# ---- ccu_multi_ctrl ----
==> ccu_multi_ctrl/met2.png <==
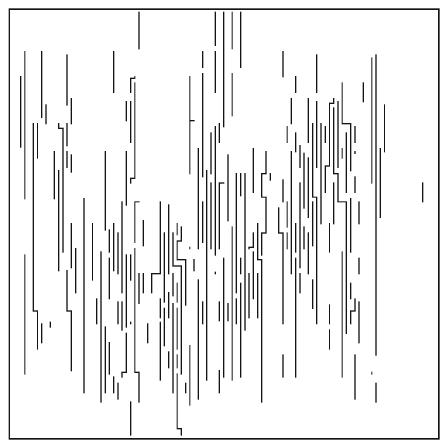
==> ccu_multi_ctrl/drive_strength.png <==
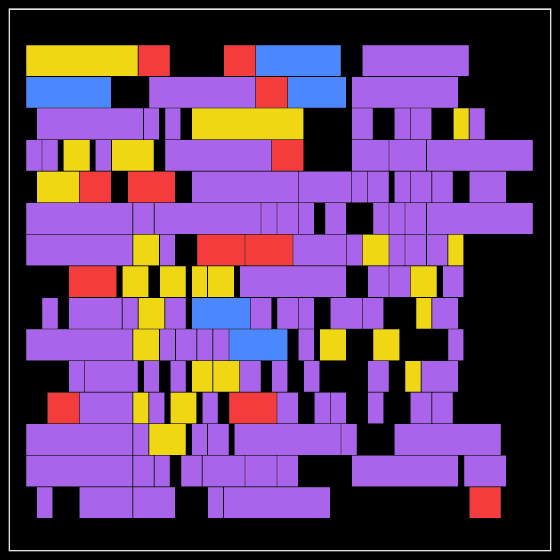
### config.mk
export PLATFORM = sky130hd
export DESIGN_NAME = ccu_multi_ctrl
export DESIGN_NICKNAME = d
export VERILOG_FILES = /design/src/rtl/ccu_pkg.sv /design/src/rtl/ccu_phase_timer.sv /design/src/rtl/ccu_multi_ctrl.sv
export SDC_FILE = /design/constraint.sdc
export NUM_CORES = 1
export LEC_CHECK = 0
export ABC_AREA = 1
export CAP_MARGIN = 20
export CORE_UTILIZATION = 58
export CTS_BUF_LIST = sky130_fd_sc_hd__clkbuf_8
export CTS_CLUSTER_SIZE = 12
export DETAILED_ROUTE_END_ITERATION = 8
export GPL_ROUTABILITY_DRIVEN = 1
export PLACE_DENSITY = 0.84
export SLEW_MARGIN = 10
export SYNTH_ARGS = -nofsm -noshare
export SYNTH_HDL_FRONTEND = slang
export SYNTH_SLANG_ARGS = --single-unit
### constraint.sdc
create_clock -name clk -period 2.2 [get_ports clk]
set_clock_uncertainty 0.2 [all_clocks]
set_input_delay 0.66 -clock clk [delete_from_list [all_inputs] [get_ports clk]]
set_output_delay 0.66 -clock clk [all_outputs]
set_load 0.05 [all_outputs]
### src/rtl/ccu_pkg.sv
// Shared definitions for the multi-crossing control unit: state encoding and default phase durations.
package ccu_pkg;

  typedef enum logic [1:0] {
    IDLE   = 2'd0,
    GREEN  = 2'd1,
    ORANGE = 2'd2,
    CLEAR  = 2'd3
  } ccu_state_e;

  localparam int unsigned NUM_XING_DEF = 2;
  localparam int unsigned GREEN_T_DEF  = 4;
  localparam int unsigned ORANGE_T_DEF = 2;
  localparam int unsigned RED_T_DEF    = 4;
  localparam int unsigned TMR_W_DEF    = 8;

endpackage

### src/rtl/ccu_phase_timer.sv
// Down-counting phase timer: loadable, decrement-enabled, saturates at zero.
module ccu_phase_timer
  import ccu_pkg::*;
#(
  parameter int unsigned TMR_W = TMR_W_DEF
) (
  input  logic             clk,
  input  logic             reset,
  input  logic             load,
  input  logic [TMR_W-1:0] load_val,
  input  logic             dec,
  output logic             zero_c
);

  logic [TMR_W-1:0] count;

  always_ff @(posedge clk or negedge reset) begin
    if (!reset) begin
      count <= '0;
    end else if (load) begin
      count <= load_val;
    end else if (dec && (count != '0)) begin
      count <= count - TMR_W'(1);
    end
  end

  assign zero_c = (count == '0);

endmodule

### src/rtl/ccu_multi_ctrl.sv
// Multi-crossing control unit: latches requests, grants round-robin, sequences GREEN/ORANGE/CLEAR.
// Optional CCU_EMERGENCY_EN adds an emergency input that forces all-red clearance.
module ccu_multi_ctrl
  import ccu_pkg::*;
#(
  parameter int unsigned NUM_XING = NUM_XING_DEF,
  parameter int unsigned GREEN_T  = GREEN_T_DEF,
  parameter int unsigned ORANGE_T = ORANGE_T_DEF,
  parameter int unsigned RED_T    = RED_T_DEF,
  parameter int unsigned TMR_W    = TMR_W_DEF,
  localparam int unsigned CH_W    = (NUM_XING > 1) ? $clog2(NUM_XING) : 1
) (
  input  logic                clk,
  input  logic                reset,
  input  logic [NUM_XING-1:0] ped_req,
`ifdef CCU_EMERGENCY_EN
  input  logic                emergency,
`endif
  output logic [NUM_XING-1:0] green_walk,
  output logic [NUM_XING-1:0] orange_walk,
  output logic [NUM_XING-1:0] red_hand,
  output logic                busy,
  output logic [CH_W-1:0]     active_ch
);

  ccu_state_e          state_q, next_state;
  logic [NUM_XING-1:0] pending_q, grant_mask, pending_d;
  logic [CH_W-1:0]     rr_ptr, next_rr, next_ch, pick;
  logic                pick_valid;
  logic                tmr_load, tmr_dec, tmr_zero;
  logic [TMR_W-1:0]    tmr_val;
  logic [NUM_XING-1:0] onehot_d, green_d, orange_d;

  ccu_phase_timer #(.TMR_W(TMR_W)) u_timer (
    .clk      (clk),
    .reset    (reset),
    .load     (tmr_load),
    .load_val (tmr_val),
    .dec      (tmr_dec),
    .zero_c   (tmr_zero)
  );

  // Round-robin picker: first pending channel at or after rr_ptr.
  always_comb begin
    pick_valid = 1'b0;
    pick       = '0;
    for (int k = 0; k < int'(NUM_XING); k++) begin
      if (!pick_valid && pending_q[(int'(rr_ptr) + k) % int'(NUM_XING)]) begin
        pick_valid = 1'b1;
        pick       = CH_W'((int'(rr_ptr) + k) % int'(NUM_XING));
      end
    end
  end

  // Next-state, timer control and grant bookkeeping.
  always_comb begin
    next_state = state_q;
    next_ch    = active_ch;
    next_rr    = rr_ptr;
    grant_mask = '0;
    tmr_load   = 1'b0;
    tmr_val    = '0;
    tmr_dec    = 1'b0;
    case (state_q)
      IDLE: begin
        if (pick_valid) begin
          next_state       = GREEN;
          next_ch          = pick;
          next_rr          = (pick == CH_W'(NUM_XING - 1)) ? '0 : pick + CH_W'(1);
          grant_mask[pick] = 1'b1;
          tmr_load         = 1'b1;
          tmr_val          = TMR_W'(GREEN_T - 1);
        end
      end
      GREEN: begin
        if (tmr_zero) begin
          next_state = ORANGE;
          tmr_load   = 1'b1;
          tmr_val    = TMR_W'(ORANGE_T - 1);
        end else begin
          tmr_dec = 1'b1;
        end
      end
      ORANGE: begin
        if (tmr_zero) begin
          next_state = CLEAR;
          tmr_load   = 1'b1;
          tmr_val    = TMR_W'(RED_T - 1);
        end else begin
          tmr_dec = 1'b1;
        end
      end
      CLEAR: begin
        if (tmr_zero) begin
          next_state = IDLE;
        end else begin
          tmr_dec = 1'b1;
        end
      end
      default: next_state = IDLE;
    endcase
`ifdef CCU_EMERGENCY_EN
    // Emergency overrides everything; the interrupted grant is dropped, queue untouched.
    if (emergency) begin
      next_state = CLEAR;
      next_ch    = active_ch;
      next_rr    = rr_ptr;
      grant_mask = '0;
      tmr_load   = 1'b1;
      tmr_val    = TMR_W'(RED_T - 1);
      tmr_dec    = 1'b0;
    end
`endif
  end

  // Clearing on the grant edge beats a same-edge request.
  assign pending_d = (pending_q | ped_req) & ~grant_mask;

  // Lamps are registered from the next state so they change with the state.
  assign onehot_d = NUM_XING'(1) << next_ch;
  assign green_d  = (next_state == GREEN)  ? onehot_d : '0;
  assign orange_d = (next_state == ORANGE) ? onehot_d : '0;

  always_ff @(posedge clk or negedge reset) begin
    if (!reset) begin
      state_q     <= IDLE;
      active_ch   <= '0;
      rr_ptr      <= '0;
      pending_q   <= '0;
      green_walk  <= '0;
      orange_walk <= '0;
      red_hand    <= '1;
      busy        <= 1'b0;
    end else begin
      state_q     <= next_state;
      active_ch   <= next_ch;
      rr_ptr      <= next_rr;
      pending_q   <= pending_d;
      green_walk  <= green_d;
      orange_walk <= orange_d;
      red_hand    <= ~(green_d | orange_d);
      busy        <= (next_state != IDLE);
    end
  end

endmodule

==> GITHUB_STEP_SUMMARY <==
### Metrics collected by this job

| Metric | Value |
|---|---|
| Status | `finished clean` |
| Proportion of cell area occupied by multi-input gates | `0.394` |
| Total of cells resized after clock tree synthesis | `0` |
| Reg2reg end | `u_timer.count[1]` |
| Stage delay of the slowest cell on the critical path | `~0.4 ns` |
| Largest register by flop count | `u_timer.count` |
| Detailed-route vias per instance | `5.06` |
| Internal power | `1.15 mW` |
| Commonest cells in the netlist | `19 x dfrtp_1, 16 x inv_1, 16 x nand2_1` |
| Post-synth design cell area | `1150 um2` |
| Weighted congestion at the end of routability-driven global placement | `approximately 0.86` |
| Origin of the critical flop-to-flop path | `state_q[0]` |
| # Post-CTS Setup Buffers | `0` |
| Kind of start point of the critical path | `flip-flop` |
| Largest area contributor in the synthesized netlist | `dfrtp_1` |
| Floorplan die height | `about 47 um` |
| Area taken by flip-flops and latches | `between 500 and 600 um2` |
| Routed length on met2 | `between 1 and 1.5 mm` |
| Layout sequential cell count | `21` |
| Initial standard-cell utilization of the core | `0.645` |
| Number of distinct standard cells referenced by the synthesized netlist | `23` |
| Area fraction in full adders, half adders and majority gates | `0.0653` |
| Final non-filler cell area | `roughly 1300 um2` |
| Total number of tap cells | `25` |
| Final slew viol count | `0` |
| HP Start | `pending_q[0]` |
| Number of cells traversed by the worst hold path | `1` |
| Met3 Routed Length | `about 64 um` |
| Gr ovfl total | `0` |
| Routing layer with the top usage in global route | `met2` |
| Number of setup violations in the final report | `0` |
| Clock buf count | `3` |
| Number of logic gates | `86` |
| Logic depth of the worst setup path including buffers | `11` |
| CTS Sinks | `21` |
| Switching pwr | `about 1.1 mW` |
| Power in sequential cells | `0.636 mW` |
| Worst Reg-to-Reg Cells | `11` |
| Sw frac | `0.489` |
| TritonRoute pass-1 iters | `4` |
| Total Power Consumption | `about 2.3 mW` |
| Warnings, synthesis | `0` |
| Count of port buffers added during placement | `11` |
| Multiplexer share of the synthesized area | `0` |
Notes on ccu_multi_ctrl/met2.png above:
wire length on this layer: 1,060 um
nets with wire on the layer: 126
share of all routed wire: 52%
main direction: vertical
longest straight run: 32.6 um
vias: 861
routed wire length: 2.03 mm
met2 demand-to-capacity share in global routing: 0.417

Notes on ccu_multi_ctrl/drive_strength.png above:
legend:
  drive 3 to 4:
    colour: red
    cells: 12
  drive 1 or less:
    colour: purple
    cells: 103
  drive 2:
    colour: yellow
    cells: 25
  drive 6 and up:
    colour: blue
    cells: 5


# ---- med_cmd_rx ----
==> med_cmd_rx/met1.png <==
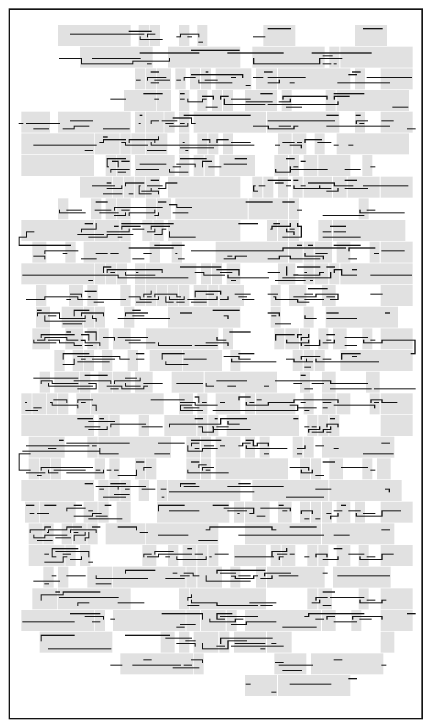
==> med_cmd_rx/met2.png <==
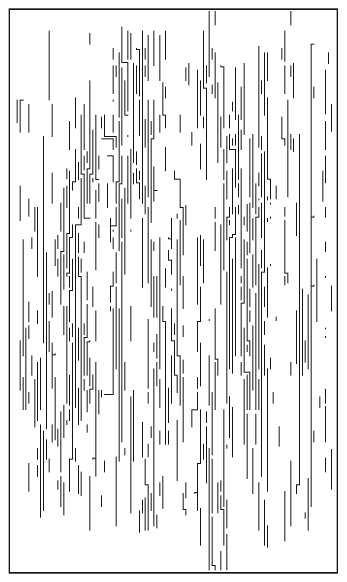
<file path="config.mk">
export PLATFORM = sky130hd
export DESIGN_NAME = med_cmd_rx
export DESIGN_NICKNAME = d
export VERILOG_FILES = /design/src/rtl/med_cmd_rx.sv
export SDC_FILE = /design/constraint.sdc
export NUM_CORES = 1
export LEC_CHECK = 0
export ABC_AREA = 1
export CAP_MARGIN = 0
export CORE_ASPECT_RATIO = 1.75
export CORE_UTILIZATION = 58
export CTS_BUF_LIST = sky130_fd_sc_hd__clkbuf_8
export DETAILED_ROUTE_END_ITERATION = 16
export GPL_TIMING_DRIVEN = 0
export PLACE_DENSITY = 0.78
export SLEW_MARGIN = 0
export SYNTH_ARGS = -nofsm -noshare
export SYNTH_HDL_FRONTEND = slang
export SYNTH_SLANG_ARGS = --single-unit
export TNS_END_PERCENT = 100
</file>
<file path="constraint.sdc">
create_clock -name clk -period 1.82 [get_ports clk]
set_input_delay 0.455 -clock clk [delete_from_list [all_inputs] [get_ports clk]]
set_output_delay 0.455 -clock clk [all_outputs]
set_load 0.1 [all_outputs]
</file>
<file path="src/rtl/med_cmd_rx.sv">
// Serial command receiver: 8N1 UART deserialiser (optionally inverted line)
// feeding a two-byte "+d" / "-d" command parser with one-hot slot select.
module med_cmd_rx #(
   parameter int CLKS_PER_BIT = 434,
   parameter bit RX_INVERT    = 1'b1
) (
   input  logic       clk,
   input  logic       n_rst,
   input  logic       rxd,
   output logic [7:0] rx_byte,
   output logic       rx_valid,
   output logic       frame_err,
   output logic       cmd_valid,
   output logic       cmd_inc,
   output logic [9:0] cmd_slot,
   output logic       cmd_err
);

   localparam int CW = $clog2(CLKS_PER_BIT);
   localparam logic [CW-1:0] HALF_M1 = CW'(CLKS_PER_BIT / 2 - 1);
   localparam logic [CW-1:0] FULL_M1 = CW'(CLKS_PER_BIT - 1);

   typedef enum logic [2:0] {S_IDLE, S_START, S_DATA, S_STOP, S_WAIT_MARK} rx_state_t;
   typedef enum logic {P_OP, P_DIGIT} p_state_t;

   rx_state_t     r_rx_state;
   p_state_t      r_p_state;
   logic [1:0]    r_sync;
   logic [CW-1:0] r_cnt;
   logic [2:0]    r_idx;
   logic [7:0]    r_shift;
   logic          r_inc;

   logic          w_line;
   logic [7:0]    w_digit;
   logic          w_is_digit;
   logic          w_is_blank;
   logic [9:0]    w_slot;

   // Synchroniser resets to the idle level so reset never looks like a start bit.
   always_ff @(posedge clk or negedge n_rst) begin
      if (!n_rst) r_sync <= {2{~RX_INVERT}};
      else        r_sync <= {r_sync[0], rxd};
   end

   assign w_line = r_sync[1] ^ RX_INVERT;

   always_ff @(posedge clk or negedge n_rst) begin
      if (!n_rst) begin
         r_rx_state <= S_IDLE;
         r_cnt      <= '0;
         r_idx      <= '0;
         r_shift    <= '0;
         rx_byte    <= '0;
         rx_valid   <= 1'b0;
         frame_err  <= 1'b0;
      end else begin
         rx_valid  <= 1'b0;
         frame_err <= 1'b0;
         case (r_rx_state)
            S_IDLE: begin
               if (!w_line) begin
                  r_cnt      <= '0;
                  r_rx_state <= S_START;
               end
            end
            S_START: begin
               if (r_cnt == HALF_M1) begin
                  r_cnt      <= '0;
                  r_idx      <= '0;
                  r_rx_state <= w_line ? S_IDLE : S_DATA;
               end else begin
                  r_cnt <= r_cnt + 1'b1;
               end
            end
            S_DATA: begin
               if (r_cnt == FULL_M1) begin
                  r_cnt   <= '0;
                  r_shift <= {w_line, r_shift[7:1]};
                  if (r_idx == 3'd7) r_rx_state <= S_STOP;
                  else               r_idx      <= r_idx + 1'b1;
               end else begin
                  r_cnt <= r_cnt + 1'b1;
               end
            end
            S_STOP: begin
               if (r_cnt == FULL_M1) begin
                  r_cnt <= '0;
                  if (w_line) begin
                     rx_byte    <= r_shift;
                     rx_valid   <= 1'b1;
                     r_rx_state <= S_IDLE;
                  end else begin
                     frame_err  <= 1'b1;
                     r_rx_state <= S_WAIT_MARK;
                  end
               end else begin
                  r_cnt <= r_cnt + 1'b1;
               end
            end
            S_WAIT_MARK: begin
               // A held break must return to mark before another start is seen.
               if (w_line) r_rx_state <= S_IDLE;
            end
            default: r_rx_state <= S_IDLE;
         endcase
      end
   end

   assign w_digit    = rx_byte - 8'h30;
   assign w_is_digit = (rx_byte >= 8'h30) && (rx_byte <= 8'h39);
   assign w_is_blank = (rx_byte == 8'h0D) || (rx_byte == 8'h0A) || (rx_byte == 8'h20);

   for (genvar gi = 0; gi < 10; gi++) begin : g_slot
      assign w_slot[gi] = (w_digit == 8'(gi));
   end

   always_ff @(posedge clk or negedge n_rst) begin
      if (!n_rst) begin
         r_p_state <= P_OP;
         r_inc     <= 1'b0;
         cmd_valid <= 1'b0;
         cmd_inc   <= 1'b0;
         cmd_slot  <= '0;
         cmd_err   <= 1'b0;
      end else begin
         cmd_valid <= 1'b0;
         cmd_err   <= 1'b0;
         if (frame_err) begin
            r_p_state <= P_OP;
         end else if (rx_valid) begin
            case (r_p_state)
               P_OP: begin
                  if (rx_byte == 8'h2B) begin
                     r_inc     <= 1'b1;
                     r_p_state <= P_DIGIT;
                  end else if (rx_byte == 8'h2D) begin
                     r_inc     <= 1'b0;
                     r_p_state <= P_DIGIT;
                  end else if (!w_is_blank) begin
                     cmd_err <= 1'b1;
                  end
               end
               P_DIGIT: begin
                  if (w_is_digit) begin
                     cmd_slot  <= w_slot;
                     cmd_inc   <= r_inc;
                     cmd_valid <= 1'b1;
                     r_p_state <= P_OP;
                  end else if (rx_byte == 8'h2B || rx_byte == 8'h2D) begin
                     // A fresh operator restarts the command rather than aborting it.
                     cmd_err <= 1'b1;
                     r_inc   <= (rx_byte == 8'h2B);
                  end else begin
                     cmd_err   <= 1'b1;
                     r_p_state <= P_OP;
                  end
               end
               default: r_p_state <= P_OP;
            endcase
         end
      end
   end

endmodule

</file>
==> GITHUB_STEP_SUMMARY <==
### Metrics collected by this job

| Metric | Value |
|---|---|
| Stage delay of the slowest cell on the critical path | `between 0.4 and 0.5 ns` |
| Final core area utilization | `0.703` |
| Power in sequential cells | `1.25 mW` |
| Setup TNS | `0 ns` |
| Yosys cell count | `between 300 and 400` |
| Die Size | `between 4000 and 5000 um2` |
| Crit path max-delay family | `flip-flops` |
| Antenna Diode Count | `0` |
| Met2 demand-to-capacity share in global routing | `0.479` |
| RSZ-0062 raised after global routing | `no` |
| Final slew viol count | `0` |
| Post-CTS clock slew at the launch and capture registers of the worst setup and hold paths | `around 0.090 ns` |
| Critical path cell sequence | `buf_2` |
| Gr ovfl total | `0` |
| Clk buf depth | `2` |
| Sw frac | `0.345` |
| Commonest cells in the netlist | `101 x nand2_1, 50 x dfrtp_1, 34 x inv_1` |
| Fmax | `between 500 and 600 MHz` |
| Area taken by flip-flops and latches | `1260 um2` |
| Portion of the post-synthesis area used by sequential elements | `0.500` |
| Required time of the worst setup path | `between 1 and 1.5 ns` |
| Status | `finished clean` |
| Worst setup skew after layout | `0.0118 ns` |
| Horizontal die size | `just over 50 um` |
| Wire length on met1 | `~1.7 mm` |
| Leading cell types in the layout, fill and taps excluded | `101 x nand2_1, 46 x dfrtp_1, 35 x inv_1` |
| Number of distinct standard cells referenced by the synthesized netlist | `29` |
| Topmost layer with routed signal wires | `met4` |
| Number of remaining DRC errors | `0` |
Notes on med_cmd_rx/met1.png above:
nets with wire on the layer: 313
longest straight run: 12.9 um
main direction: horizontal
share of all routed wire: 36%
vias: 2,036
global routing met1 resource utilization: 0.226
routed wire length: 4.79 mm

Notes on med_cmd_rx/met2.png above:
main direction: vertical
longest straight run: 73.1 um
share of all routed wire: 58%



==> notes/layouts.md <==
Pictures saved along the way, in no particular order.

Routing congestion map.
panel A
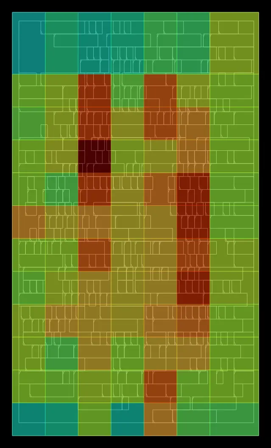
panel B
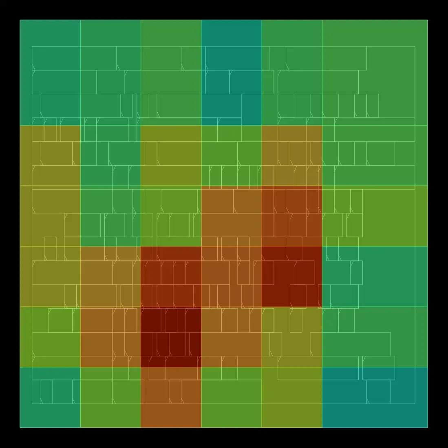
Panel A comes from med_cmd_rx.
Panel B comes from ccu_multi_ctrl.

Power is estimated from default activity; no workload was simulated.
